######## block 1 ########
Figure 1. The metal 2 layer (block 1).
Cells faint in the background.
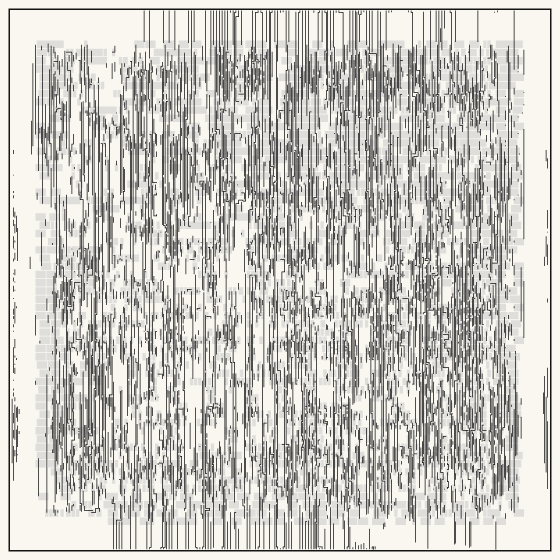

## config.mk

```make
export PLATFORM = sky130hd
export DESIGN_NAME = branch_redirect
export DESIGN_NICKNAME = d
export VERILOG_FILES = /design/src/rtl/branch_redirect_pkg.sv /design/src/rtl/branch_redirect_cond_eval.sv /design/src/rtl/branch_redirect.sv
export SDC_FILE = /design/constraint.sdc
export NUM_CORES = 1
export LEC_CHECK = 0
export ABC_AREA = 1
export CAP_MARGIN = 20
export CORE_MARGIN = 8
export CORE_UTILIZATION = 50
export DETAILED_ROUTE_END_ITERATION = 8
export PLACE_DENSITY = 0.79
export SLEW_MARGIN = 10
export SYNTH_ARGS = -nofsm -noshare
export SYNTH_HDL_FRONTEND = slang
export SYNTH_HIERARCHICAL = 1
export SYNTH_SLANG_ARGS = --single-unit
```

## constraint.sdc

```tcl
create_clock -name clock -period 4.7 [get_ports clock]
set_clock_uncertainty 0.05 [all_clocks]
set_input_delay 0.47 -clock clock [delete_from_list [all_inputs] [get_ports clock]]
set_output_delay 0.47 -clock clock [all_outputs]
set_load 0.05 [all_outputs]
```

## src/rtl/branch_redirect_pkg.sv

```systemverilog
// Shared encodings for the branch redirect unit: branch types, ARM condition
// codes, flag bit positions and the redirect FSM state encoding.
package branch_redirect_pkg;

    localparam logic [2:0] BR_NONE  = 3'd0;
    localparam logic [2:0] BR_B     = 3'd1;
    localparam logic [2:0] BR_CBZ   = 3'd2;
    localparam logic [2:0] BR_CBNZ  = 3'd3;
    localparam logic [2:0] BR_BCOND = 3'd4;
    localparam logic [2:0] BR_BR    = 3'd5;

    localparam logic [3:0] COND_EQ = 4'd0;
    localparam logic [3:0] COND_NE = 4'd1;
    localparam logic [3:0] COND_HS = 4'd2;
    localparam logic [3:0] COND_LO = 4'd3;
    localparam logic [3:0] COND_MI = 4'd4;
    localparam logic [3:0] COND_PL = 4'd5;
    localparam logic [3:0] COND_VS = 4'd6;
    localparam logic [3:0] COND_VC = 4'd7;
    localparam logic [3:0] COND_HI = 4'd8;
    localparam logic [3:0] COND_LS = 4'd9;
    localparam logic [3:0] COND_GE = 4'd10;
    localparam logic [3:0] COND_LT = 4'd11;
    localparam logic [3:0] COND_GT = 4'd12;
    localparam logic [3:0] COND_LE = 4'd13;
    localparam logic [3:0] COND_AL = 4'd14;
    localparam logic [3:0] COND_NV = 4'd15;

    localparam int FLAG_N = 3;
    localparam int FLAG_Z = 2;
    localparam int FLAG_C = 1;
    localparam int FLAG_V = 0;

    // Shadow counter width covers SHADOW_CYCLES up to 7.
    localparam int SHADOW_W = 3;

    typedef enum logic [1:0] {
        ST_IDLE     = 2'd0,
        ST_REDIRECT = 2'd1,
        ST_SHADOW   = 2'd2
    } state_e;

endpackage

```

## src/rtl/branch_redirect_cond_eval.sv

```systemverilog
// ARM condition-code evaluation: purely combinational, cond + {N,Z,C,V} -> pass.
module cond_eval
    import branch_redirect_pkg::*;
(
    input  logic [3:0] cond,
    input  logic [3:0] flags,
    output logic       pass
);

    logic n, z, c, v;

    assign n = flags[FLAG_N];
    assign z = flags[FLAG_Z];
    assign c = flags[FLAG_C];
    assign v = flags[FLAG_V];

    always_comb begin
        pass = 1'b0;
        case (cond)
            COND_EQ: pass = z;
            COND_NE: pass = !z;
            COND_HS: pass = c;
            COND_LO: pass = !c;
            COND_MI: pass = n;
            COND_PL: pass = !n;
            COND_VS: pass = v;
            COND_VC: pass = !v;
            COND_HI: pass = c && !z;
            COND_LS: pass = !c || z;
            COND_GE: pass = (n == v);
            COND_LT: pass = (n != v);
            COND_GT: pass = !z && (n == v);
            COND_LE: pass = z || (n != v);
            COND_AL: pass = 1'b1;
            COND_NV: pass = 1'b1;
            default: pass = 1'b1;
        endcase
    end

endmodule

```

## src/rtl/branch_redirect.sv

```systemverilog
// Branch resolution and PC redirect: decides taken/target in the accept cycle,
// then strobes en_jump once and holds flush for SHADOW_CYCLES cycles.
module branch_redirect
    import branch_redirect_pkg::*;
#(
    parameter int SHADOW_CYCLES = 2,
    parameter int CNT_W         = 16
) (
    input  logic             clock,
    input  logic             reset_n,
    input  logic             br_valid,
    input  logic [2:0]       br_type,
    input  logic [63:0]      pc_in,
    input  logic [63:0]      imm,
    input  logic [63:0]      reg_val,
    input  logic [3:0]       cond,
    input  logic [3:0]       flags,
    output logic [63:0]      jump,
    output logic             en_jump,
    output logic             flush,
    output logic             busy,
    output logic [CNT_W-1:0] taken_count,
    output state_e           state_dbg
);

    localparam logic [SHADOW_W-1:0] SHADOW_LOAD = SHADOW_W'(SHADOW_CYCLES - 1);
    localparam logic [SHADOW_W-1:0] SHADOW_ONE  = SHADOW_W'(1);
    localparam logic [CNT_W-1:0]    CNT_ONE     = CNT_W'(1);

    state_e              state;
    logic [SHADOW_W-1:0] shadow_cnt;
    logic                cond_pass;
    logic                taken;
    logic [63:0]         target;

    cond_eval u_cond_eval (
        .cond  (cond),
        .flags (flags),
        .pass  (cond_pass)
    );

    // Types 6 and 7 fall into the default arm and behave as "none".
    always_comb begin
        taken  = 1'b0;
        target = pc_in + imm;
        case (br_type)
            BR_B:     taken = 1'b1;
            BR_CBZ:   taken = (reg_val == 64'd0);
            BR_CBNZ:  taken = (reg_val != 64'd0);
            BR_BCOND: taken = cond_pass;
            BR_BR: begin
                taken  = 1'b1;
                target = reg_val;
            end
            default:  taken = 1'b0;
        endcase
    end

    // shadow_cnt counts the flush cycles still owed after the current one;
    // REDIRECT is itself the first flush cycle, so SHADOW lasts SHADOW_CYCLES-1.
    always_ff @(posedge clock or negedge reset_n) begin
        if (!reset_n) begin
            state       <= ST_IDLE;
            jump        <= 64'd0;
            en_jump     <= 1'b0;
            flush       <= 1'b0;
            busy        <= 1'b0;
            taken_count <= '0;
            shadow_cnt  <= '0;
        end else begin
            case (state)
                ST_IDLE: begin
                    if (br_valid && taken) begin
                        state      <= ST_REDIRECT;
                        jump       <= target - 64'd1;
                        en_jump    <= 1'b1;
                        flush      <= 1'b1;
                        busy       <= 1'b1;
                        shadow_cnt <= SHADOW_LOAD;
                        if (taken_count != '1) begin
                            taken_count <= taken_count + CNT_ONE;
                        end
                    end
                end
                ST_REDIRECT: begin
                    en_jump <= 1'b0;
                    if (shadow_cnt == '0) begin
                        state <= ST_IDLE;
                        flush <= 1'b0;
                        busy  <= 1'b0;
                    end else begin
                        state      <= ST_SHADOW;
                        shadow_cnt <= shadow_cnt - SHADOW_ONE;
                    end
                end
                ST_SHADOW: begin
                    if (shadow_cnt == '0) begin
                        state <= ST_IDLE;
                        flush <= 1'b0;
                        busy  <= 1'b0;
                    end else begin
                        shadow_cnt <= shadow_cnt - SHADOW_ONE;
                    end
                end
                default: begin
                    state   <= ST_IDLE;
                    en_jump <= 1'b0;
                    flush   <= 1'b0;
                    busy    <= 1'b0;
                end
            endcase
        end
    end

    assign state_dbg = state;

endmodule

```

######## block 2 ########
### config.mk
export PLATFORM = sky130hd
export DESIGN_NAME = sw_dat_sync_deb_flat
export DESIGN_NICKNAME = d
export VERILOG_FILES = /design/src/rtl/sw_dat_sync_deb_if.sv /design/src/rtl/sw_dat_sync_deb.sv /design/src/flat_wrapper.sv
export SDC_FILE = /design/constraint.sdc
export NUM_CORES = 1
export LEC_CHECK = 0
export CAP_MARGIN = 20
export CELL_PAD_IN_SITES_DETAIL_PLACEMENT = 1
export CELL_PAD_IN_SITES_GLOBAL_PLACEMENT = 1
export CORE_ASPECT_RATIO = 1.4
export CORE_MARGIN = 2
export CORE_UTILIZATION = 45
export CTS_CLUSTER_SIZE = 25
export DETAILED_ROUTE_END_ITERATION = 8
export PLACE_DENSITY_LB_ADDON = 0.1
export SLEW_MARGIN = 10
export SYNTH_ARGS = -nofsm -noshare
export SYNTH_HDL_FRONTEND = slang
export SYNTH_SLANG_ARGS = --single-unit
### constraint.sdc
create_clock -name clk -period 3.75 [get_ports clk]
set_input_delay 0.5625 -clock clk [delete_from_list [all_inputs] [get_ports clk]]
set_output_delay 0.5625 -clock clk [all_outputs]
set_load 0.02 [all_outputs]
### src/rtl/sw_dat_sync_deb_if.sv
// Switch front-end bus: raw switch bank and hold in, published word, strobe and settle flag out.
interface sw_dat_sync_deb_if #(
    parameter int SW_WIDTH  = 7,
    parameter int DAT_WIDTH = 16
);
    logic [SW_WIDTH-1:0]  SW;
    logic                 hold;
    logic [DAT_WIDTH-1:0] dat;
    logic                 dat_stb;
    logic                 stable;

    modport master (output SW, hold, input dat, dat_stb, stable);
    modport slave  (input SW, hold, output dat, dat_stb, stable);
endinterface

### src/rtl/sw_dat_sync_deb.sv
// Switch bank front end: two-FF synchroniser, whole-vector debouncer and
// zero/sign extension to a published data word with a change strobe.
module sw_dat_sync_deb #(
    parameter int SW_WIDTH   = 7,
    parameter int DAT_WIDTH  = 16,
    parameter int DEB_CYCLES = 50000,
    parameter int SIGN_EXT   = 0
) (
    input  logic               clk,
    input  logic               rst,
    sw_dat_sync_deb_if.slave   bus
);
    localparam int CW = $clog2(DEB_CYCLES);
    localparam logic [CW-1:0] CNT_MAX = CW'(DEB_CYCLES - 1);

    if (DAT_WIDTH < SW_WIDTH) begin : g_bad_width
        $error("sw_dat_sync_deb: DAT_WIDTH must be >= SW_WIDTH");
    end
    if (DEB_CYCLES < 2) begin : g_bad_deb
        $error("sw_dat_sync_deb: DEB_CYCLES must be >= 2");
    end

    logic [SW_WIDTH-1:0]  s1;
    logic [SW_WIDTH-1:0]  sw_s;
    logic [SW_WIDTH-1:0]  cand;
    logic [SW_WIDTH-1:0]  deb;
    logic [CW-1:0]        cnt;
    logic                 stable_q;
    logic [DAT_WIDTH-1:0] ext;
    logic [DAT_WIDTH-1:0] dat_q;
    logic                 stb_q;

    // Any bit change restarts the count for the whole vector; the count saturates once settled.
    always_ff @(posedge clk) begin
        if (rst) begin
            s1       <= '0;
            sw_s     <= '0;
            cand     <= '0;
            deb      <= '0;
            cnt      <= '0;
            stable_q <= 1'b0;
        end else begin
            s1   <= bus.SW;
            sw_s <= s1;
            if (sw_s != cand) begin
                cand     <= sw_s;
                cnt      <= '0;
                stable_q <= 1'b0;
            end else if (cnt != CNT_MAX) begin
                cnt <= cnt + 1'b1;
            end else begin
                deb      <= cand;
                stable_q <= 1'b1;
            end
        end
    end

    always_comb begin
        if (SIGN_EXT != 0)
            ext = DAT_WIDTH'($signed(deb));
        else
            ext = DAT_WIDTH'(deb);
    end

    // The low SW_WIDTH bits of dat are the last published switch value, so no shadow copy is kept.
    always_ff @(posedge clk) begin
        if (rst) begin
            dat_q <= '0;
            stb_q <= 1'b0;
        end else if (!bus.hold && (deb != dat_q[SW_WIDTH-1:0])) begin
            dat_q <= ext;
            stb_q <= 1'b1;
        end else begin
            stb_q <= 1'b0;
        end
    end

    assign bus.dat     = dat_q;
    assign bus.dat_stb = stb_q;
    assign bus.stable  = stable_q;
endmodule

### src/flat_wrapper.sv
// flat-port wrapper written by rule: the top's interface ports become plain ports
module sw_dat_sync_deb_flat 
#(
    parameter int SW_WIDTH   = 7,
    parameter int DAT_WIDTH  = 16,
    parameter int DEB_CYCLES = 50000,
    parameter int SIGN_EXT   = 0
)
  (clk, rst, bus_SW, bus_hold, bus_dat, bus_dat_stb, bus_stable);
  sw_dat_sync_deb_if #(.SW_WIDTH(SW_WIDTH), .DAT_WIDTH(DAT_WIDTH)) bus_i ();
  input  logic clk;
  input  logic rst;
  input wire logic [$bits(bus_i.SW)-1:0] bus_SW;
  input wire logic [$bits(bus_i.hold)-1:0] bus_hold;
  output wire logic [$bits(bus_i.dat)-1:0] bus_dat;
  output wire logic [$bits(bus_i.dat_stb)-1:0] bus_dat_stb;
  output wire logic [$bits(bus_i.stable)-1:0] bus_stable;
  assign bus_i.SW = bus_SW;
  assign bus_i.hold = bus_hold;
  assign bus_dat = bus_i.dat;
  assign bus_dat_stb = bus_i.dat_stb;
  assign bus_stable = bus_i.stable;
  sw_dat_sync_deb #(.SW_WIDTH(SW_WIDTH), .DAT_WIDTH(DAT_WIDTH), .DEB_CYCLES(DEB_CYCLES), .SIGN_EXT(SIGN_EXT)) u_core (.clk(clk), .rst(rst), .bus(bus_i));
endmodule
######## block 3 ########
File: src/rtl/fm_zc_demod.sv
// fm_zc_demod: zero-crossing FM demodulator.
// Measures the number of sample strobes between rising zero crossings (P) and
// recovers the DDS phase increment as 2^NBITS / P with a bit-serial restoring
// divider. A saturated period counter signals loss of input (no_signal).
// Optional feature macro: FM_ZC_DEMOD_AVG_EN -- when defined, each estimate is
// the mean of the new and the previous quotient (first one after acquisition
// is passed through unaveraged).
module fm_zc_demod #(
  parameter int NBITS        = 13,
  parameter int N_INPUT_BITS = 9,
  parameter int PERIOD_BITS  = 16,
  parameter int HYST         = 8
) (
  input  logic                           clock,
  input  logic                           reset,
  input  logic                           enableclk,
  input  logic signed [N_INPUT_BITS-1:0] insample,
  output logic        [NBITS-1:0]        phaseinc_est,
  output logic                           est_valid,
  output logic                           no_signal,
  output logic                           overrun
);

  localparam logic [PERIOD_BITS-1:0]         CNT_MAX = '1;
  localparam logic signed [N_INPUT_BITS-1:0] ARM_LVL = N_INPUT_BITS'(-HYST);
  localparam int                             IT_W    = $clog2(NBITS + 2);
  // NBITS+1 quotient bits: the dividend 2^NBITS is NBITS+1 bits wide
  localparam logic [IT_W-1:0]                IT_LAST = IT_W'(NBITS + 1);

  typedef enum logic [1:0] {ACQUIRE, MEASURE, DIVIDE} state_t;

  state_t                 state, state_nxt;
  logic                   armed;
  logic [PERIOD_BITS-1:0] count;
  logic [PERIOD_BITS-1:0] period;
  logic [PERIOD_BITS-1:0] rem;
  logic [PERIOD_BITS-1:0] rem_nxt;
  logic [PERIOD_BITS:0]   rem_sh;
  logic                   fits;
  logic [NBITS-1:0]       quo;
  logic [IT_W-1:0]        it_cnt;
  logic [NBITS-1:0]       est_next;

  logic crossing, arm_hit, timeout, div_start, div_busy, div_done;

  // Saturating period-counter increment; saturation is the no-signal marker
  function automatic logic [PERIOD_BITS-1:0] sat_inc(input logic [PERIOD_BITS-1:0] v);
    return (v == CNT_MAX) ? v : v + 1'b1;
  endfunction

  // Event decode. A crossing needs a prior arming sample, so P >= 2 always.
  // Timeout fires once: it is suppressed while already idling in ACQUIRE
  // with no_signal raised, and a crossing on the same strobe takes priority.
  assign crossing  = enableclk & armed & ~insample[N_INPUT_BITS-1];
  assign arm_hit   = enableclk & (insample < ARM_LVL);
  assign timeout   = enableclk & ~crossing & (count == CNT_MAX) &
                     ~((state == ACQUIRE) & no_signal);
  assign div_start = crossing & (state == MEASURE);
  assign div_busy  = (state == DIVIDE) & (it_cnt != IT_LAST);
  assign div_done  = (state == DIVIDE) & (it_cnt == IT_LAST) & ~timeout;

  // Restoring divide step: the only 1 in the dividend enters on the first step
  always_comb begin
    rem_sh  = {rem, (it_cnt == '0)};
    fits    = (rem_sh >= {1'b0, period});
    rem_nxt = fits ? (rem_sh[PERIOD_BITS-1:0] - period) : rem_sh[PERIOD_BITS-1:0];
  end

`ifdef FM_ZC_DEMOD_AVG_EN
  logic [NBITS-1:0] q_prev;
  logic             have_prev;

  // Mean of two quotients, summed one bit wider so the carry is kept
  function automatic logic [NBITS-1:0] avg2(input logic [NBITS-1:0] a,
                                            input logic [NBITS-1:0] b);
    logic [NBITS:0] s;
    s = {1'b0, a} + {1'b0, b};
    return s[NBITS:1];
  endfunction

  // Previous quotient; forgotten on timeout so re-acquisition starts clean
  always_ff @(posedge clock or negedge reset) begin
    if (!reset) begin
      q_prev    <= '0;
      have_prev <= 1'b0;
    end else if (timeout) begin
      have_prev <= 1'b0;
    end else if (div_done) begin
      q_prev    <= quo;
      have_prev <= 1'b1;
    end
  end

  assign est_next = have_prev ? avg2(quo, q_prev) : quo;
`else
  assign est_next = quo;
`endif

  // FSM state register
  always_ff @(posedge clock or negedge reset) begin
    if (!reset) state <= ACQUIRE;
    else        state <= state_nxt;
  end

  // Next-state logic; timeout overrides everything, aborting a divide
  always_comb begin
    state_nxt = state;
    unique case (state)
      ACQUIRE: if (crossing) state_nxt = MEASURE;
      MEASURE: if (crossing) state_nxt = DIVIDE;
      DIVIDE:  if (div_done) state_nxt = MEASURE;
      default: state_nxt = ACQUIRE;
    endcase
    if (timeout) state_nxt = ACQUIRE;
  end

  // Arm/cross detector and period counter, advanced only on sample strobes
  always_ff @(posedge clock or negedge reset) begin
    if (!reset) begin
      armed <= 1'b0;
      count <= PERIOD_BITS'(1);
    end else if (enableclk) begin
      if (crossing)     armed <= 1'b0;
      else if (arm_hit) armed <= 1'b1;
      count <= crossing ? PERIOD_BITS'(1) : sat_inc(count);
    end
  end

  // Bit-serial divider; runs every clock regardless of the sample strobe
  always_ff @(posedge clock or negedge reset) begin
    if (!reset) begin
      period <= '0;
      rem    <= '0;
      quo    <= '0;
      it_cnt <= '0;
    end else if (div_start) begin
      period <= count;
      rem    <= '0;
      quo    <= '0;
      it_cnt <= '0;
    end else if (div_busy) begin
      rem    <= rem_nxt;
      quo    <= {quo[NBITS-2:0], fits};
      it_cnt <= it_cnt + 1'b1;
    end
  end

  // Output registers: estimate/no_signal hold between updates, pulses last one clock
  always_ff @(posedge clock or negedge reset) begin
    if (!reset) begin
      phaseinc_est <= '0;
      est_valid    <= 1'b0;
      no_signal    <= 1'b0;
      overrun      <= 1'b0;
    end else begin
      est_valid <= timeout | div_done;
      overrun   <= crossing & (state == DIVIDE);
      if (timeout) begin
        phaseinc_est <= '0;
        no_signal    <= 1'b1;
      end else if (div_done) begin
        phaseinc_est <= est_next;
        no_signal    <= 1'b0;
      end
    end
  end

endmodule

File: config.mk
export PLATFORM = sky130hd
export DESIGN_NAME = fm_zc_demod
export DESIGN_NICKNAME = d
export VERILOG_FILES = /design/src/rtl/fm_zc_demod.sv
export SDC_FILE = /design/constraint.sdc
export NUM_CORES = 1
export LEC_CHECK = 0
export CORE_MARGIN = 4
export CORE_UTILIZATION = 54
export DETAILED_ROUTE_END_ITERATION = 10
export GPL_ROUTABILITY_DRIVEN = 0
export PLACE_DENSITY = 0.76
export SYNTH_ARGS = -nofsm -noshare
export SYNTH_HDL_FRONTEND = slang
export SYNTH_SLANG_ARGS = --single-unit
File: constraint.sdc
create_clock -name clock -period 2.4 [get_ports clock]
set_input_delay 0.24 -clock clock [delete_from_list [all_inputs] [get_ports clock]]
set_output_delay 0.24 -clock clock [all_outputs]
set_load 0.03 [all_outputs]
######## block 4 ########
**src/rtl/program_memory_if.sv**
```systemverilog
// program_memory_if: fetch port and loader handshake between CPU/loader (master) and program_memory (slave)
interface program_memory_if #(
  parameter int ADDR_W = 5,
  parameter int DATA_W = 8
);
  logic              fetch_en;
  logic [ADDR_W-1:0] fetch_addr;
  logic [DATA_W-1:0] fetch_data;
  logic              fetch_valid;
  logic              load_start;
  logic              load_valid;
  logic [DATA_W-1:0] load_data;
  logic              load_last;
  logic              load_ready;
  logic              loading;
  logic [ADDR_W:0]   load_count;
  logic              load_overflow;
  logic              parity_err;
  modport master (
    output fetch_en, fetch_addr, load_start, load_valid, load_data, load_last,
    input  fetch_data, fetch_valid, load_ready, loading, load_count, load_overflow, parity_err
  );
  modport slave (
    input  fetch_en, fetch_addr, load_start, load_valid, load_data, load_last,
    output fetch_data, fetch_valid, load_ready, loading, load_count, load_overflow, parity_err
  );
endinterface

```
**src/rtl/program_memory.sv**
```systemverilog
// program_memory: loadable CPU program store; ports clk, reset, bus (program_memory_if.slave: registered fetch port + clear-then-load byte loader); PROG_MEM_PARITY_EN adds per-word even parity
module program_memory #(
  parameter int ADDR_W = 5,
  parameter int DATA_W = 8,
  parameter int DEPTH = 32,
  parameter logic [DATA_W-1:0] FILL = '0
) (
  input logic clk,
  input logic reset,
  program_memory_if.slave bus
);
`ifdef PROG_MEM_PARITY_EN
  localparam int W = DATA_W + 1;
`else
  localparam int W = DATA_W;
`endif
  localparam logic [ADDR_W-1:0] last_addr = ADDR_W'(DEPTH - 1);
  localparam logic [ADDR_W:0] depth_w = (ADDR_W + 1)'(DEPTH);
  typedef enum logic [1:0] {RUN, CLEAR, LOAD, DRAIN} state_t;
  state_t state;
  logic [ADDR_W-1:0] ptr;
  logic [W-1:0] mem [DEPTH];
  logic [W-1:0] rd, wd;
  logic [DATA_W-1:0] wdat;
  logic we, acc, in_range;
  always_comb begin
    acc = bus.load_valid & bus.load_ready;
    we = !reset && !bus.load_start && (state == CLEAR || (state == LOAD && acc));
    wdat = state == CLEAR ? FILL : bus.load_data;
    in_range = {1'b0, bus.fetch_addr} < depth_w;
    rd = in_range ? mem[bus.fetch_addr] : '0;
  end
`ifdef PROG_MEM_PARITY_EN
  assign wd = {^wdat, wdat};
`else
  assign wd = wdat;
`endif
  always_ff @(posedge clk)
    if (we) mem[ptr] <= wd;
  always_ff @(posedge clk) begin
    if (reset) begin
      state <= RUN;
      ptr <= '0;
      bus.fetch_data <= '0;
      bus.fetch_valid <= 1'b0;
      bus.load_ready <= 1'b0;
      bus.loading <= 1'b0;
      bus.load_count <= '0;
      bus.load_overflow <= 1'b0;
      bus.parity_err <= 1'b0;
    end else if (bus.load_start) begin
      state <= CLEAR;
      ptr <= '0;
      bus.fetch_valid <= 1'b0;
      bus.load_ready <= 1'b0;
      bus.loading <= 1'b1;
      bus.load_count <= '0;
      bus.load_overflow <= 1'b0;
      bus.parity_err <= 1'b0;
    end else begin
      bus.fetch_valid <= state == RUN && bus.fetch_en;
      if (state == RUN && bus.fetch_en) begin
        bus.fetch_data <= in_range ? rd[DATA_W-1:0] : FILL;
`ifdef PROG_MEM_PARITY_EN
        bus.parity_err <= bus.parity_err | (in_range & ^rd);
`endif
      end
      case (state)
        CLEAR: begin
          ptr <= ptr + 1'b1;
          if (ptr == last_addr) begin
            state <= LOAD;
            ptr <= '0;
            bus.load_ready <= 1'b1;
          end
        end
        LOAD: if (acc) begin
          ptr <= ptr + 1'b1;
          bus.load_count <= bus.load_count + 1'b1;
          if (bus.load_last) begin
            state <= RUN;
            bus.load_ready <= 1'b0;
            bus.loading <= 1'b0;
          end else if (ptr == last_addr) state <= DRAIN;
        end
        DRAIN: if (acc) begin
          bus.load_overflow <= 1'b1;
          if (bus.load_last) begin
            state <= RUN;
            bus.load_ready <= 1'b0;
            bus.loading <= 1'b0;
          end
        end
        default: ;
      endcase
    end
  end
endmodule

```
**src/flat_wrapper.sv**
```systemverilog
// flat-port wrapper written by rule: the top's interface ports become plain ports
module program_memory_flat 
#(
  parameter int ADDR_W = 5,
  parameter int DATA_W = 8,
  parameter int DEPTH = 32,
  parameter logic [DATA_W-1:0] FILL = '0
)
  (clk, reset, bus_fetch_en, bus_fetch_addr, bus_load_start, bus_load_valid, bus_load_data, bus_load_last, bus_fetch_data, bus_fetch_valid, bus_load_ready, bus_loading, bus_load_count, bus_load_overflow, bus_parity_err);
  program_memory_if #(.ADDR_W(ADDR_W), .DATA_W(DATA_W)) bus_i ();
  input logic clk;
  input logic reset;
  input wire logic [$bits(bus_i.fetch_en)-1:0] bus_fetch_en;
  input wire logic [$bits(bus_i.fetch_addr)-1:0] bus_fetch_addr;
  input wire logic [$bits(bus_i.load_start)-1:0] bus_load_start;
  input wire logic [$bits(bus_i.load_valid)-1:0] bus_load_valid;
  input wire logic [$bits(bus_i.load_data)-1:0] bus_load_data;
  input wire logic [$bits(bus_i.load_last)-1:0] bus_load_last;
  output wire logic [$bits(bus_i.fetch_data)-1:0] bus_fetch_data;
  output wire logic [$bits(bus_i.fetch_valid)-1:0] bus_fetch_valid;
  output wire logic [$bits(bus_i.load_ready)-1:0] bus_load_ready;
  output wire logic [$bits(bus_i.loading)-1:0] bus_loading;
  output wire logic [$bits(bus_i.load_count)-1:0] bus_load_count;
  output wire logic [$bits(bus_i.load_overflow)-1:0] bus_load_overflow;
  output wire logic [$bits(bus_i.parity_err)-1:0] bus_parity_err;
  assign bus_i.fetch_en = bus_fetch_en;
  assign bus_i.fetch_addr = bus_fetch_addr;
  assign bus_i.load_start = bus_load_start;
  assign bus_i.load_valid = bus_load_valid;
  assign bus_i.load_data = bus_load_data;
  assign bus_i.load_last = bus_load_last;
  assign bus_fetch_data = bus_i.fetch_data;
  assign bus_fetch_valid = bus_i.fetch_valid;
  assign bus_load_ready = bus_i.load_ready;
  assign bus_loading = bus_i.loading;
  assign bus_load_count = bus_i.load_count;
  assign bus_load_overflow = bus_i.load_overflow;
  assign bus_parity_err = bus_i.parity_err;
  program_memory #(.ADDR_W(ADDR_W), .DATA_W(DATA_W), .DEPTH(DEPTH), .FILL(FILL)) u_core (.clk(clk), .reset(reset), .bus(bus_i));
endmodule
```
**config.mk**
```make
export PLATFORM = sky130hd
export DESIGN_NAME = program_memory_flat
export DESIGN_NICKNAME = d
export VERILOG_FILES = /design/src/rtl/program_memory_if.sv /design/src/rtl/program_memory.sv /design/src/flat_wrapper.sv
export SDC_FILE = /design/constraint.sdc
export NUM_CORES = 1
export LEC_CHECK = 0
export CORE_MARGIN = 3
export CORE_UTILIZATION = 65
export DETAILED_ROUTE_END_ITERATION = 16
export GPL_ROUTABILITY_DRIVEN = 0
export GPL_TIMING_DRIVEN = 0
export PLACE_DENSITY_LB_ADDON = 0.3
export SLEW_MARGIN = 20
export SYNTH_ARGS = -nofsm -noshare
export SYNTH_HDL_FRONTEND = slang
export SYNTH_SLANG_ARGS = --single-unit
```
**constraint.sdc**
```tcl
create_clock -name clk -period 3.9 [get_ports clk]
set_input_delay 0.975 -clock clk [delete_from_list [all_inputs] [get_ports clk]]
set_output_delay 0.975 -clock clk [all_outputs]
set_load 0.02 [all_outputs]
```
Figure 2. Signal wires on met3 (block 1).
Scale bar: 50 um.
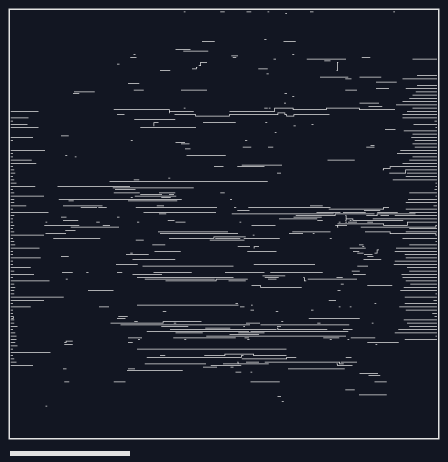
longest straight run	65.8 um
share of all routed wire	8.0%

## Picture notes: Figure 1
wire length on this layer	22.9 mm
longest straight run	70.0 um

==> COMMIT_EDITMSG, block 1 <==
Add synthesis and place-and-route results

* Result of the run: completed
- Area of the mapped netlist: between 10000 and 15000 um2
- Clock sink total: between 80 and 90
* Detailed placer's ending HPWL: between 40000 and 50000 um
* CP max FO: 4
* Proportion of layout cells with a drive suffix above 1: roughly 6.1%
* Final weighted congestion in routability-driven placement: between 1 and 1.5
* Setup repair after global routing missed its margin: no
- In this design, the critical path's most frequently occurring cell is sky130_fd_sc_hd__nand2_1.
* Count of multi-input gates: between 1500 and 2000
* Dominant class by area: logic gates
* Number of warnings printed during yosys synthesis: 6
- Per STA, the endpoint of the critical path is jump[29].
* Flip-flop and latch count: between 80 and 90
* Share of power burned in the clock network: 12.0%
* Aggregate negative setup slack: 0 ns
- For reference, the placement row count at floorplan is a little under 60.
- Switch share: 53.67%
- Counting tap cells, the placed design contains a total of just over 3000 instances.
- Top Layout Cells: sky130_fd_sc_hd__nand2_1, sky130_fd_sc_hd__inv_1, sky130_fd_sc_hd__clkdlybuf4s50_1, sky130_fd_sc_hd__nor2_1, sky130_fd_sc_hd__nand3_1
- Entering global routing, the biggest net connects about 76 pins.
- Min Clock Period, post-route: between 3 and 4 ns
- The detailed router finished its first iteration with around 1500 violations.
* Endpoint type of the worst setup path: flop
* Number of global-route vias before repair: 15480
* Clock buffer count: 10
- Post-detailed-route count of antenna-violating nets: 0
* Most frequent cell after synthesis: sky130_fd_sc_hd__nand2_1
- The routed layout has between 15000 and 20000 vias.
==> block 1: per-layer routing <==
layer | GRT usage (%) | up-vias | wire, um
met5 | 0 | - | 0
met4 | 12.30 | 0 | 2059
met3 | 5.229 | 115 | 4076
met2 | 52.62 | 653 | 22920
met1 | 39.86 | 7225 | 21720
li1 | - | 8070 | -
==> block 1: sequential cells by signal (all words and copies together), names as in the netlist <==
signal,count
busy,1
en_jump,1
jump,64
shadow_cnt,3
state_dbg,2
taken_count,16
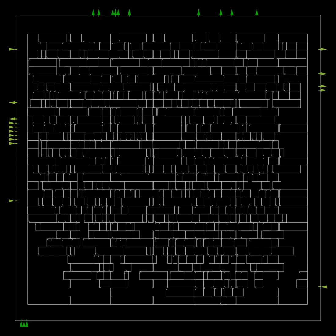
Figure 3: block 3, placement view.
flip-flop and latch share of the layout cell area: 37.01%
non-filler instance count after layout: 672
number of standard-cell rows in the floorplan: 33

==> COMMIT_EDITMSG, block 3 <==
Add synthesis and place-and-route results

* Result of the run: completed
- Sequential power for this build is roughly 2.1 mW.
- Endpoint of the worst register-to-register path: rem[6]
- The number of cells on the worst reg-to-reg path is 12.
- After synthesis, the chip area reported by Yosys is 4720 um2.
- Before any placement, the netlist area is recorded as roughly 4700 um2.
- The critical path endpoint has a required time of around 2.6 ns.
- Slew headroom: slightly above 60%
* Number of global-route vias before repair: around 3900
* Post-CTS Resized: 9
- Finish-stage setup viols: 0
- Per the detail_route log, the uppermost layer with routed signals is met4.
- Leaving out the clock tree, the finished layout contains an inverter count of 30.
- Number of flops mapped to enable cells by yosys: 0
* Slew at the pin closest to its max-slew limit: 0.5878 ns
- Count of plain and timing-repair buffers in the layout: 71
- Multi-input gates account for 44.01% of the area.
* Post-DR wirelength/cell: about 16 um
* N_taps: 105
- In the detailed route, the total length drawn on met2 is ~5000 um.
- Setup repair after global routing missed its margin: yes
- On the critical path, the stage with the largest delay is an instance of sky130_fd_sc_hd__dfrtp_1.
* Initial antenna violation count: 0
- In this run the worst setup path begins at it_cnt[0].
- The layout report lists the combined flip-flop and latch area as about 2100 um2.
* Final routed wirelength across all metal layers: 11020 um
- Port buffering added 24 buffers.
* FMAX: 417.5 MHz
- Met3 routed wirelength: around 660 um
- Clock tree synthesis found a total of approximately 84 sinks.
- Proportion of layout cells with a drive suffix above 1: 16.93%
* Worst min path class: primary input to asynchronous set/reset pin
- Worst vdd ir: 484.0 uV
* Clock-pin slew on the worst setup and hold paths: roughly 0.09 ns
- Entering global routing, the biggest net connects 44 pins.
==> block 3: per-stage QoR <==
stage          area (um2)  utilization, %   TNS, ns  power [mW]  setup slack, ns
2_1_floorplan        4741               -  -0.05858       5.099         -0.03404
3_3_place_gp         5330           63.91   -0.2011       6.484         -0.06907
3_5_place_dp         5330           63.91   -0.6804       6.637          -0.1486
4_1_cts              5594           67.07  -0.09342       7.827         -0.02670
5_1_grt              5683           68.14   -0.5459       8.744          -0.1054
6_report             5683           68.14         0       8.118         0.004785
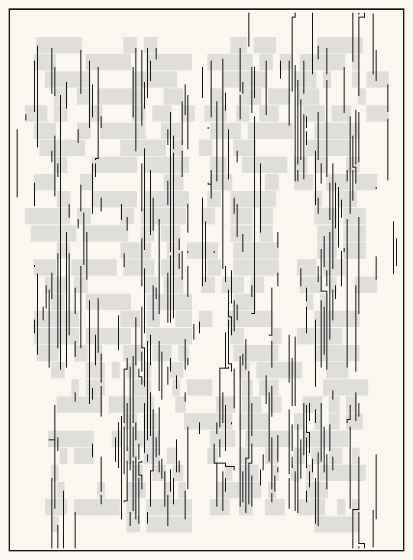
Figure 4: block 2, the metal 2 layer.
Cells faint in the background.
wire length on this layer	2030 um
nets with wire on the layer	218
share of all routed wire	52%
main direction	vertical
longest straight run	43.5 um

==> COMMIT_EDITMSG, block 2 <==
Add synthesis and place-and-route results

- First-pass GRT wire length: 6948 um
* Maximum number of pins on one net before global-route repair: roughly 45
* Synth async-reset ratio: 0%
* Worst EP arrival: approximately 2.6 ns
* Count of TritonRoute iterations in the first routing pass: 4
- Worst clock skew: a little over 0.01 ns
* Clock-cell share: under 10%
* Total met2 wirelength after detailed routing: ~2000 um
- Per the OpenROAD timing report, the critical path contains 5 cells.
- GRT busiest layer: met2
- Setup slack on the critical path of the routed design comes to 1.412 ns.
- TritonCTS built the clock tree.
- Met1 global-route usage: between 10% and 20%
* Number of hold buffers added after cts: 0
- Start point of the worst hold path: u_core.s1[5]
* Seq pwr: 0.579 mW
- Power spread over the standard cell area amounts to ~390 nW/um2.
- Max-cap violations: 0
* Top logic cell by instance count in the layout: sky130_fd_sc_hd__dfxtp_1
* Count of multi-input gates: roughly 150
- According to the CTS report, the clock sink count is roughly 53.
* Met3 Resource Use GR: under 10%
- Combinational-cell power consumption: between 0.04 and 0.05 mW
- Flop2flop setup slack: 1.41 ns
- The detailed router reported a total wirelength of about 3900 um.
- The clock period could shrink to approximately 2.3 ns.
- Result of the run: completed
- Per the finish-stage timing summary, setup violations number 0.
- Proportion of layout cells with a drive suffix above 1: 5.628%
- Comb pwr share: under 10%
* Synth Register Bits: between 50 and 60
- In this run the static leakage power is roughly 0.94 nW.
- Net switching power of the design: ~0.22 mW
* Endpoint of the worst register-to-register path: u_core.deb[5]
- The largest share of the power goes to sequential cells.
* Startpoint kind of the worst setup timing path: flop
- The average instance in the mapped netlist occupies ~10 um2.
- Total global-route track usage over all layers is between 10% and 20%.
- Worst r2r path cells: 5
* Area of the mapped netlist: between 2000 and 2500 um2
## block 2: cell families (layout without fill, tap and decap cells)
logic type | count (synthesis) | in the layout | share of synthesized area (%)
AND/OR/NAND/NOR | 91 | 91 | 25.58
flip-flops | 53 | 53 | 49.30
XOR/XNOR | 25 | 25 | 10.17
buffers and inverters | 17 | 28 | 4.883
multiplexers | 15 | 15 | 6.977
AND-OR/OR-AND | 9 | 9 | 2.326
adder cells (fa/ha/maj) | 1 | 1 | 0.5813
other | 1 | 9 | 0.1743
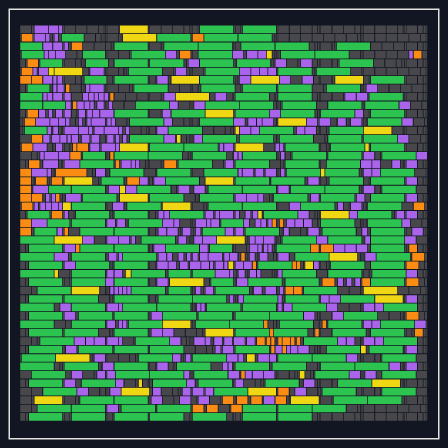
Figure 5: block 4, placement by cell class.
Fill, decap, tap and diode cells in grey.
class	colour	cells
flip-flops	green	281
clock drivers and dummy loads	yellow	49
other buffers and delay cells	orange	80
all other logic	purple	394

==> COMMIT_EDITMSG, block 4 <==
Add synthesis and place-and-route results

- Result of the run: completed
* Final design utilization: 77.24%
- The report puts the hold buffer count at CTS at 0.
- Min Clock Period, post-route: 3.269 ns
- Clock-cell share: between 7 and 8%
- Number of cells in the yosys synthesis report: around 720
- Post-synthesis net count: ~750
* Worst EP arrival: ~3.4 ns
- CP max FO: 8
- Top sig layer: met4
- Synth async-reset ratio: 0%
* Path length in cells of the critical path: 7
* Area of the synthesized netlist per yosys stat: approximately 11000 um2
- Startpoint kind of the worst setup timing path: primary input
* Remaining design rule violation count: 0
* Top Layout Cells: sky130_fd_sc_hd__edfxtp_1, sky130_fd_sc_hd__mux2i_1, sky130_fd_sc_hd__a22oi_1, sky130_fd_sc_hd__nor2_1, sky130_fd_sc_hd__a21oi_1
[block 4: power by group]
| part | total, mW | switching [mW] | internal, mW |
|---|---|---|---|
| logic | 0.405 | 0.265 | 0.140 |
| clock network | 2.69 | 1.10 | 1.60 |
| registers | 3.33 | 0.0108 | 3.32 |
[block 4: through the flow]
step | total power [mW] | setup slack [ns] | area [um2]
floorplan | 3.621 | 1.350 | 11360
global placement | 3.758 | 0.1072 | 11980
detailed placement | 3.789 | 0.1044 | 12080
CTS | 6.431 | 0.6949 | 12990
global route | 6.577 | 0.4648 | 12990
finish | 6.431 | 0.6311 | 12990

==> screenshots <==
Port wiring.
panel A
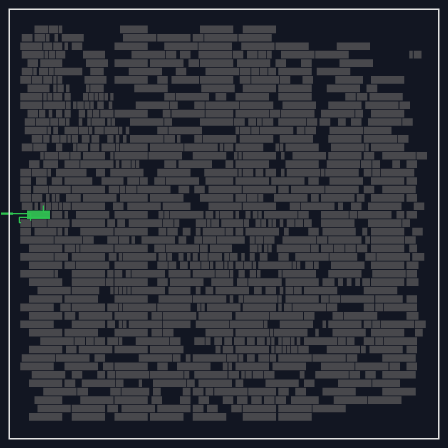
panel B
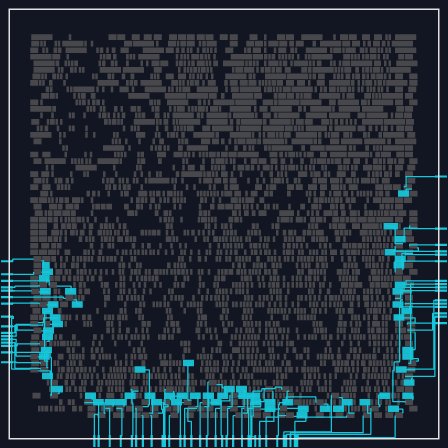
panel C
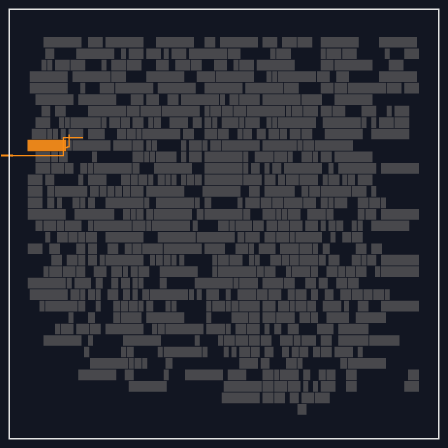
panel D
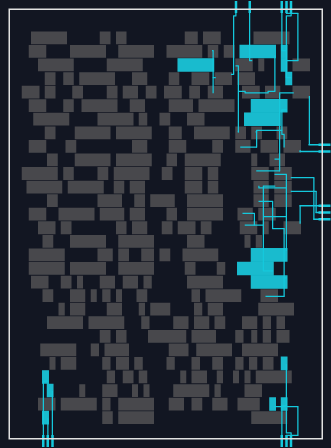
- most cells: panel B
- fewest cells: panel D
Block 2 is panel D.
Block 3 is panel C.
Block 1 is panel B.
Block 4 is panel A.


######## block 5 ########
Figure 6. The metal 2 layer (block 5).
Cells faint in the background.
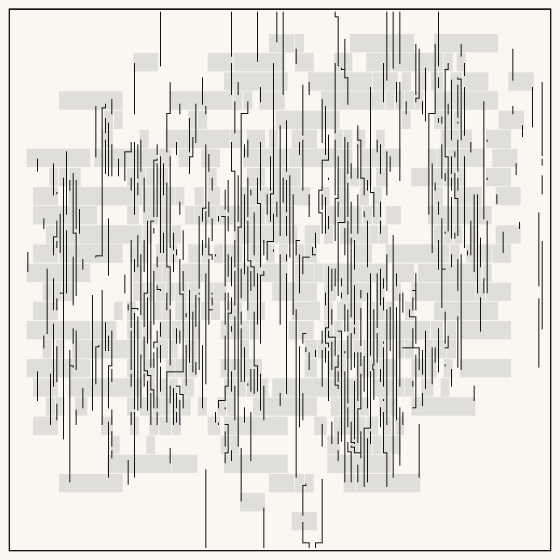
Figure 7. Port wiring (block 5).
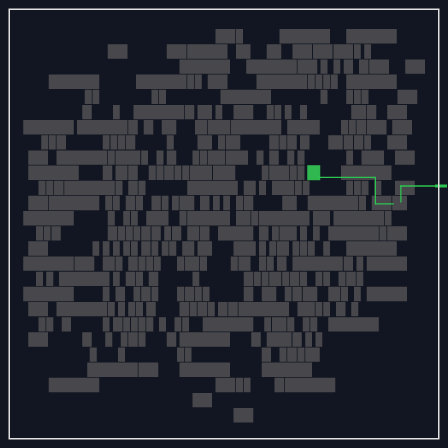
Figure 8. Signal wires on met3 (block 5).
Scale bar: 20 um.
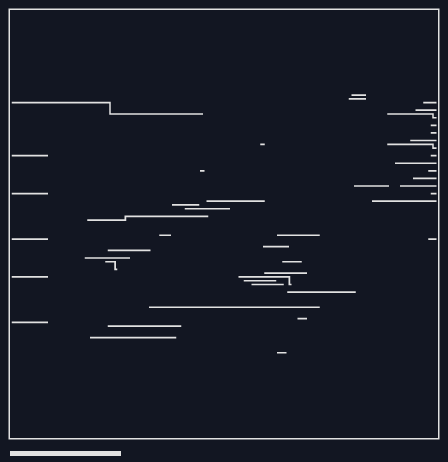
$ cat src/rtl/spectrum_draw_scheduler.sv
// Purpose: frame sequencer driving the spectrum bar writer; L screen, LR switch, R screen per FrameSync.
// Latency: FrameSync -> WrLRChange +1 cycle, WrStart +4 cycles; 4 cycles overhead per bar plus writer time.
// Backpressure: waits on writer WrBusy/WrEnd per bar; FrameSync while busy is dropped and flagged as Overrun.
//
// Ports:
//   Clock, Reset          system clock, asynchronous active-high reset
//   FrameSync             one-cycle redraw request
//   BarAddr, BarCh        bar buffer read address / channel (held outside FETCH)
//   BarData               bar buffer read data, valid one cycle after address
//   WrStart, WrBar        writer start pulse and clamped bar height
//   WrLRChange            writer channel toggle pulse
//   WrBusy, WrEnd         writer status levels
//   Busy, FrameDone       sequencer activity level and frame completion pulse
//   Overrun, Fault        dropped-request pulse and writer-stall pulse
`timescale 1ns/1ps
module spectrum_draw_scheduler #(
    parameter int COLUMNS = 400,
    parameter int BAR_MAX = 96,
    parameter int TIMEOUT = 255
) (
    input  logic       Clock,
    input  logic       Reset,
    input  logic       FrameSync,
    output logic [8:0] BarAddr,
    output logic       BarCh,
    input  logic [6:0] BarData,
    output logic       WrStart,
    output logic [6:0] WrBar,
    output logic       WrLRChange,
    input  logic       WrBusy,
    input  logic       WrEnd,
    output logic       Busy,
    output logic       FrameDone,
    output logic       Overrun,
    output logic       Fault
);

    typedef enum logic [2:0] {
        IDLE, SWITCH, FETCH, LATCH, START, WAIT, DONE
    } state_t;

    localparam logic [8:0] LAST_COL = 9'(COLUMNS - 1);
    localparam logic [6:0] BAR_LIM  = 7'(BAR_MAX);
    localparam logic [7:0] WDOG_LIM = 8'(TIMEOUT);

    state_t     state, state_n;
    logic [8:0] col, col_n;
    logic       ch, ch_n;
    logic [7:0] wdog, wdog_n;
    logic       fault_c;

    always_comb begin
        state_n = state;
        col_n   = col;
        ch_n    = ch;
        wdog_n  = wdog;
        fault_c = 1'b0;
        case (state)
            IDLE: begin
                if (FrameSync) begin
                    col_n   = '0;
                    ch_n    = 1'b0;
                    state_n = SWITCH;
                end
            end
            SWITCH: state_n = FETCH;
            FETCH:  state_n = LATCH;
            LATCH:  state_n = START;
            START: begin
                wdog_n  = '0;
                state_n = WAIT;
            end
            WAIT: begin
                // wdog is 0 only in the first WAIT cycle, where WrEnd may still be
                // the stale level from the previous bar, so completion is ignored there.
                if ((wdog != 8'd0) && !WrBusy && WrEnd) begin
                    if (col != LAST_COL) begin
                        col_n   = col + 9'd1;
                        state_n = FETCH;
                    end else if (!ch) begin
                        ch_n    = 1'b1;
                        col_n   = '0;
                        state_n = SWITCH;
                    end else begin
                        state_n = DONE;
                    end
                end else if (wdog == WDOG_LIM) begin
                    fault_c = 1'b1;
                    state_n = IDLE;
                end else begin
                    wdog_n = wdog + 8'd1;
                end
            end
            DONE:    state_n = IDLE;
            default: state_n = IDLE;
        endcase
    end

    always_ff @(posedge Clock or posedge Reset) begin
        if (Reset) begin
            state   <= IDLE;
            col     <= '0;
            ch      <= 1'b0;
            wdog    <= '0;
            BarAddr <= '0;
            BarCh   <= 1'b0;
            WrBar   <= '0;
        end else begin
            state <= state_n;
            col   <= col_n;
            ch    <= ch_n;
            wdog  <= wdog_n;
            // Address is loaded on entry so it is presented throughout FETCH;
            // the buffer answers during LATCH, which captures it.
            if (state_n == FETCH) begin
                BarAddr <= col_n;
                BarCh   <= ch_n;
            end
            if (state == LATCH) begin
                WrBar <= (BarData > BAR_LIM) ? BAR_LIM : BarData;
            end
        end
    end

    assign Busy       = (state != IDLE);
    assign WrStart    = (state == START);
    assign WrLRChange = (state == SWITCH);
    assign FrameDone  = (state == DONE);
    assign Overrun    = FrameSync && (state != IDLE);
    assign Fault      = fault_c;

endmodule

$ cat config.mk
export PLATFORM = sky130hd
export DESIGN_NAME = spectrum_draw_scheduler
export DESIGN_NICKNAME = d
export VERILOG_FILES = /design/src/rtl/spectrum_draw_scheduler.sv
export SDC_FILE = /design/constraint.sdc
export NUM_CORES = 1
export LEC_CHECK = 0
export ABC_AREA = 1
export CAP_MARGIN = 20
export CORE_MARGIN = 2
export CORE_UTILIZATION = 42
export CTS_BUF_LIST = sky130_fd_sc_hd__clkbuf_2
export CTS_CLUSTER_DIAMETER = 200
export DETAILED_ROUTE_END_ITERATION = 10
export HOLD_SLACK_MARGIN = 0.12
export PLACE_DENSITY = 0.76
export REMOVE_ABC_BUFFERS = 1
export SYNTH_ARGS = -nofsm -noshare
export SYNTH_HDL_FRONTEND = slang
export SYNTH_SLANG_ARGS = --single-unit
$ cat constraint.sdc
create_clock -name Clock -period 2.22 [get_ports Clock]
set_input_delay 0.444 -clock Clock [delete_from_list [all_inputs] [get_ports Clock]]
set_output_delay 0.444 -clock Clock [all_outputs]
set_load 0.05 [all_outputs]
==> COMMIT_EDITMSG <==
Add synthesis and place-and-route results

- Entering global routing, the biggest net connects 39 pins.
* Min Clock Period, post-route: around 2.1 ns
- The number of sequential cells reported for the layout is 38.
* Number of buffer and inverter stages on the critical path: 2
- Per the detail_route log, met3 wirelength is approximately 320 um.
* Setup WS pre-CTS: roughly 0.11 ns
* Number of global-route vias before repair: approximately 2000
- Flop2flop setup slack: about 0.15 ns
* Top sig layer: met4
- Area post-placement: approximately 2700 um2
- Post-Synth AOI/OAI Area: under 10%
- The flow ran to the end, and the final reports show no timing, DRC or antenna violations.
* P per Cell Area: 1067 nW/um2
- Highest-power group: combinational cells
* Vias per cell: 4.988
- In this run the count of I/O pins placed on the die edge is 35.
- Comb pwr share: 58.1%
- Power Clock: 0.298 mW
- Final design utilization: between 50 and 60%
- The most common logic cell in the final layout is sky130_fd_sc_hd__nand2_1.
- Cells with a size suffix above 1 make up between 15 and 20% of the layout.
* Post-CTS Setup Repair Bufs: 2
- Number of hold buffers added after cts: 0
* Initial cell density of the core: between 40% and 50%
Notes on Figure 6 above:
longest straight run	37.1 um
main direction	vertical
share of all routed wire	50%
nets with wire on the layer	285
wire length on this layer	2560 um

Notes on Figure 7 above:
port	colour	bits	direction	end cells	buffers	wire
`Busy`	green	1	output	1	1	27.6 um

Notes on Figure 8 above:
longest straight run	30.4 um
nets with wire on the layer	41

[how the worst max path moves through the flow]
stage,to,slack (ns),from
floorplan,Fault,0.02,wdog[0]
global placement,Fault,0.14,WrEnd
detailed placement,wdog[3],0.11,WrEnd
CTS,Fault,0.008,wdog[1]
global route,Fault,-0.008,wdog[1]
finish,Fault,0.1,wdog[1]
[layer usage]
| metal | vias up | global-route usage [%] |
|---|---|---|
| met5 | - | 0 |
| met4 | 0 | 4.000 |
| met3 | 7 | 4.235 |
| met2 | 71 | 31.58 |
| met1 | 970 | 23.36 |
| li1 | 1057 | - |


==> layout pictures side by side <==
Placement by cell class.
Fill, decap, tap and diode cells in grey.
(a)
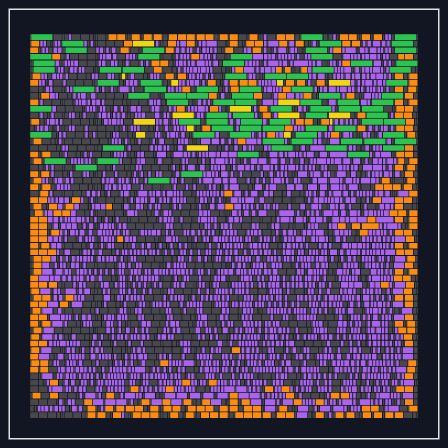
(b)
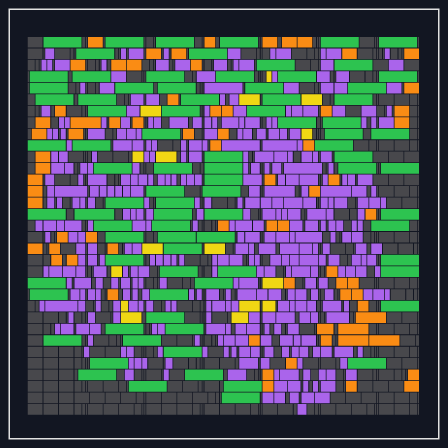
(c)
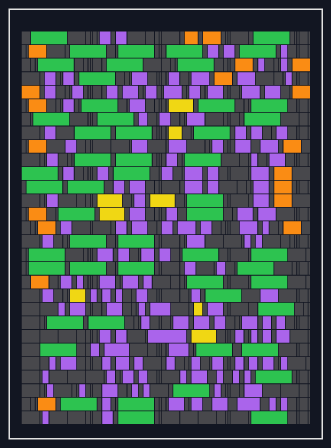
(d)
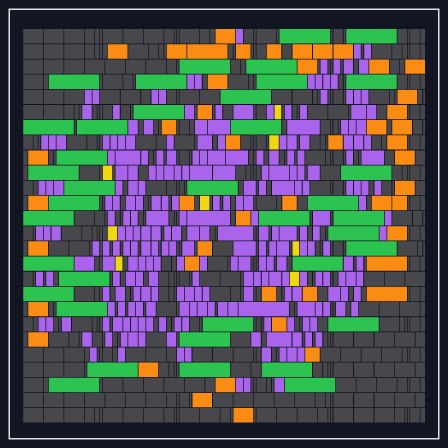
Block 2 is (c).
Block 3 is (b).
Block 5 is (d).
Block 1 is (a).
The one with the most cells is (a).

Key to (d):
class	colour	cells
flip-flops	green	38
clock drivers and dummy loads	yellow	8
other buffers and delay cells	orange	47
all other logic	purple	259

No activity file was given, so power comes from the tool's default toggle rates.
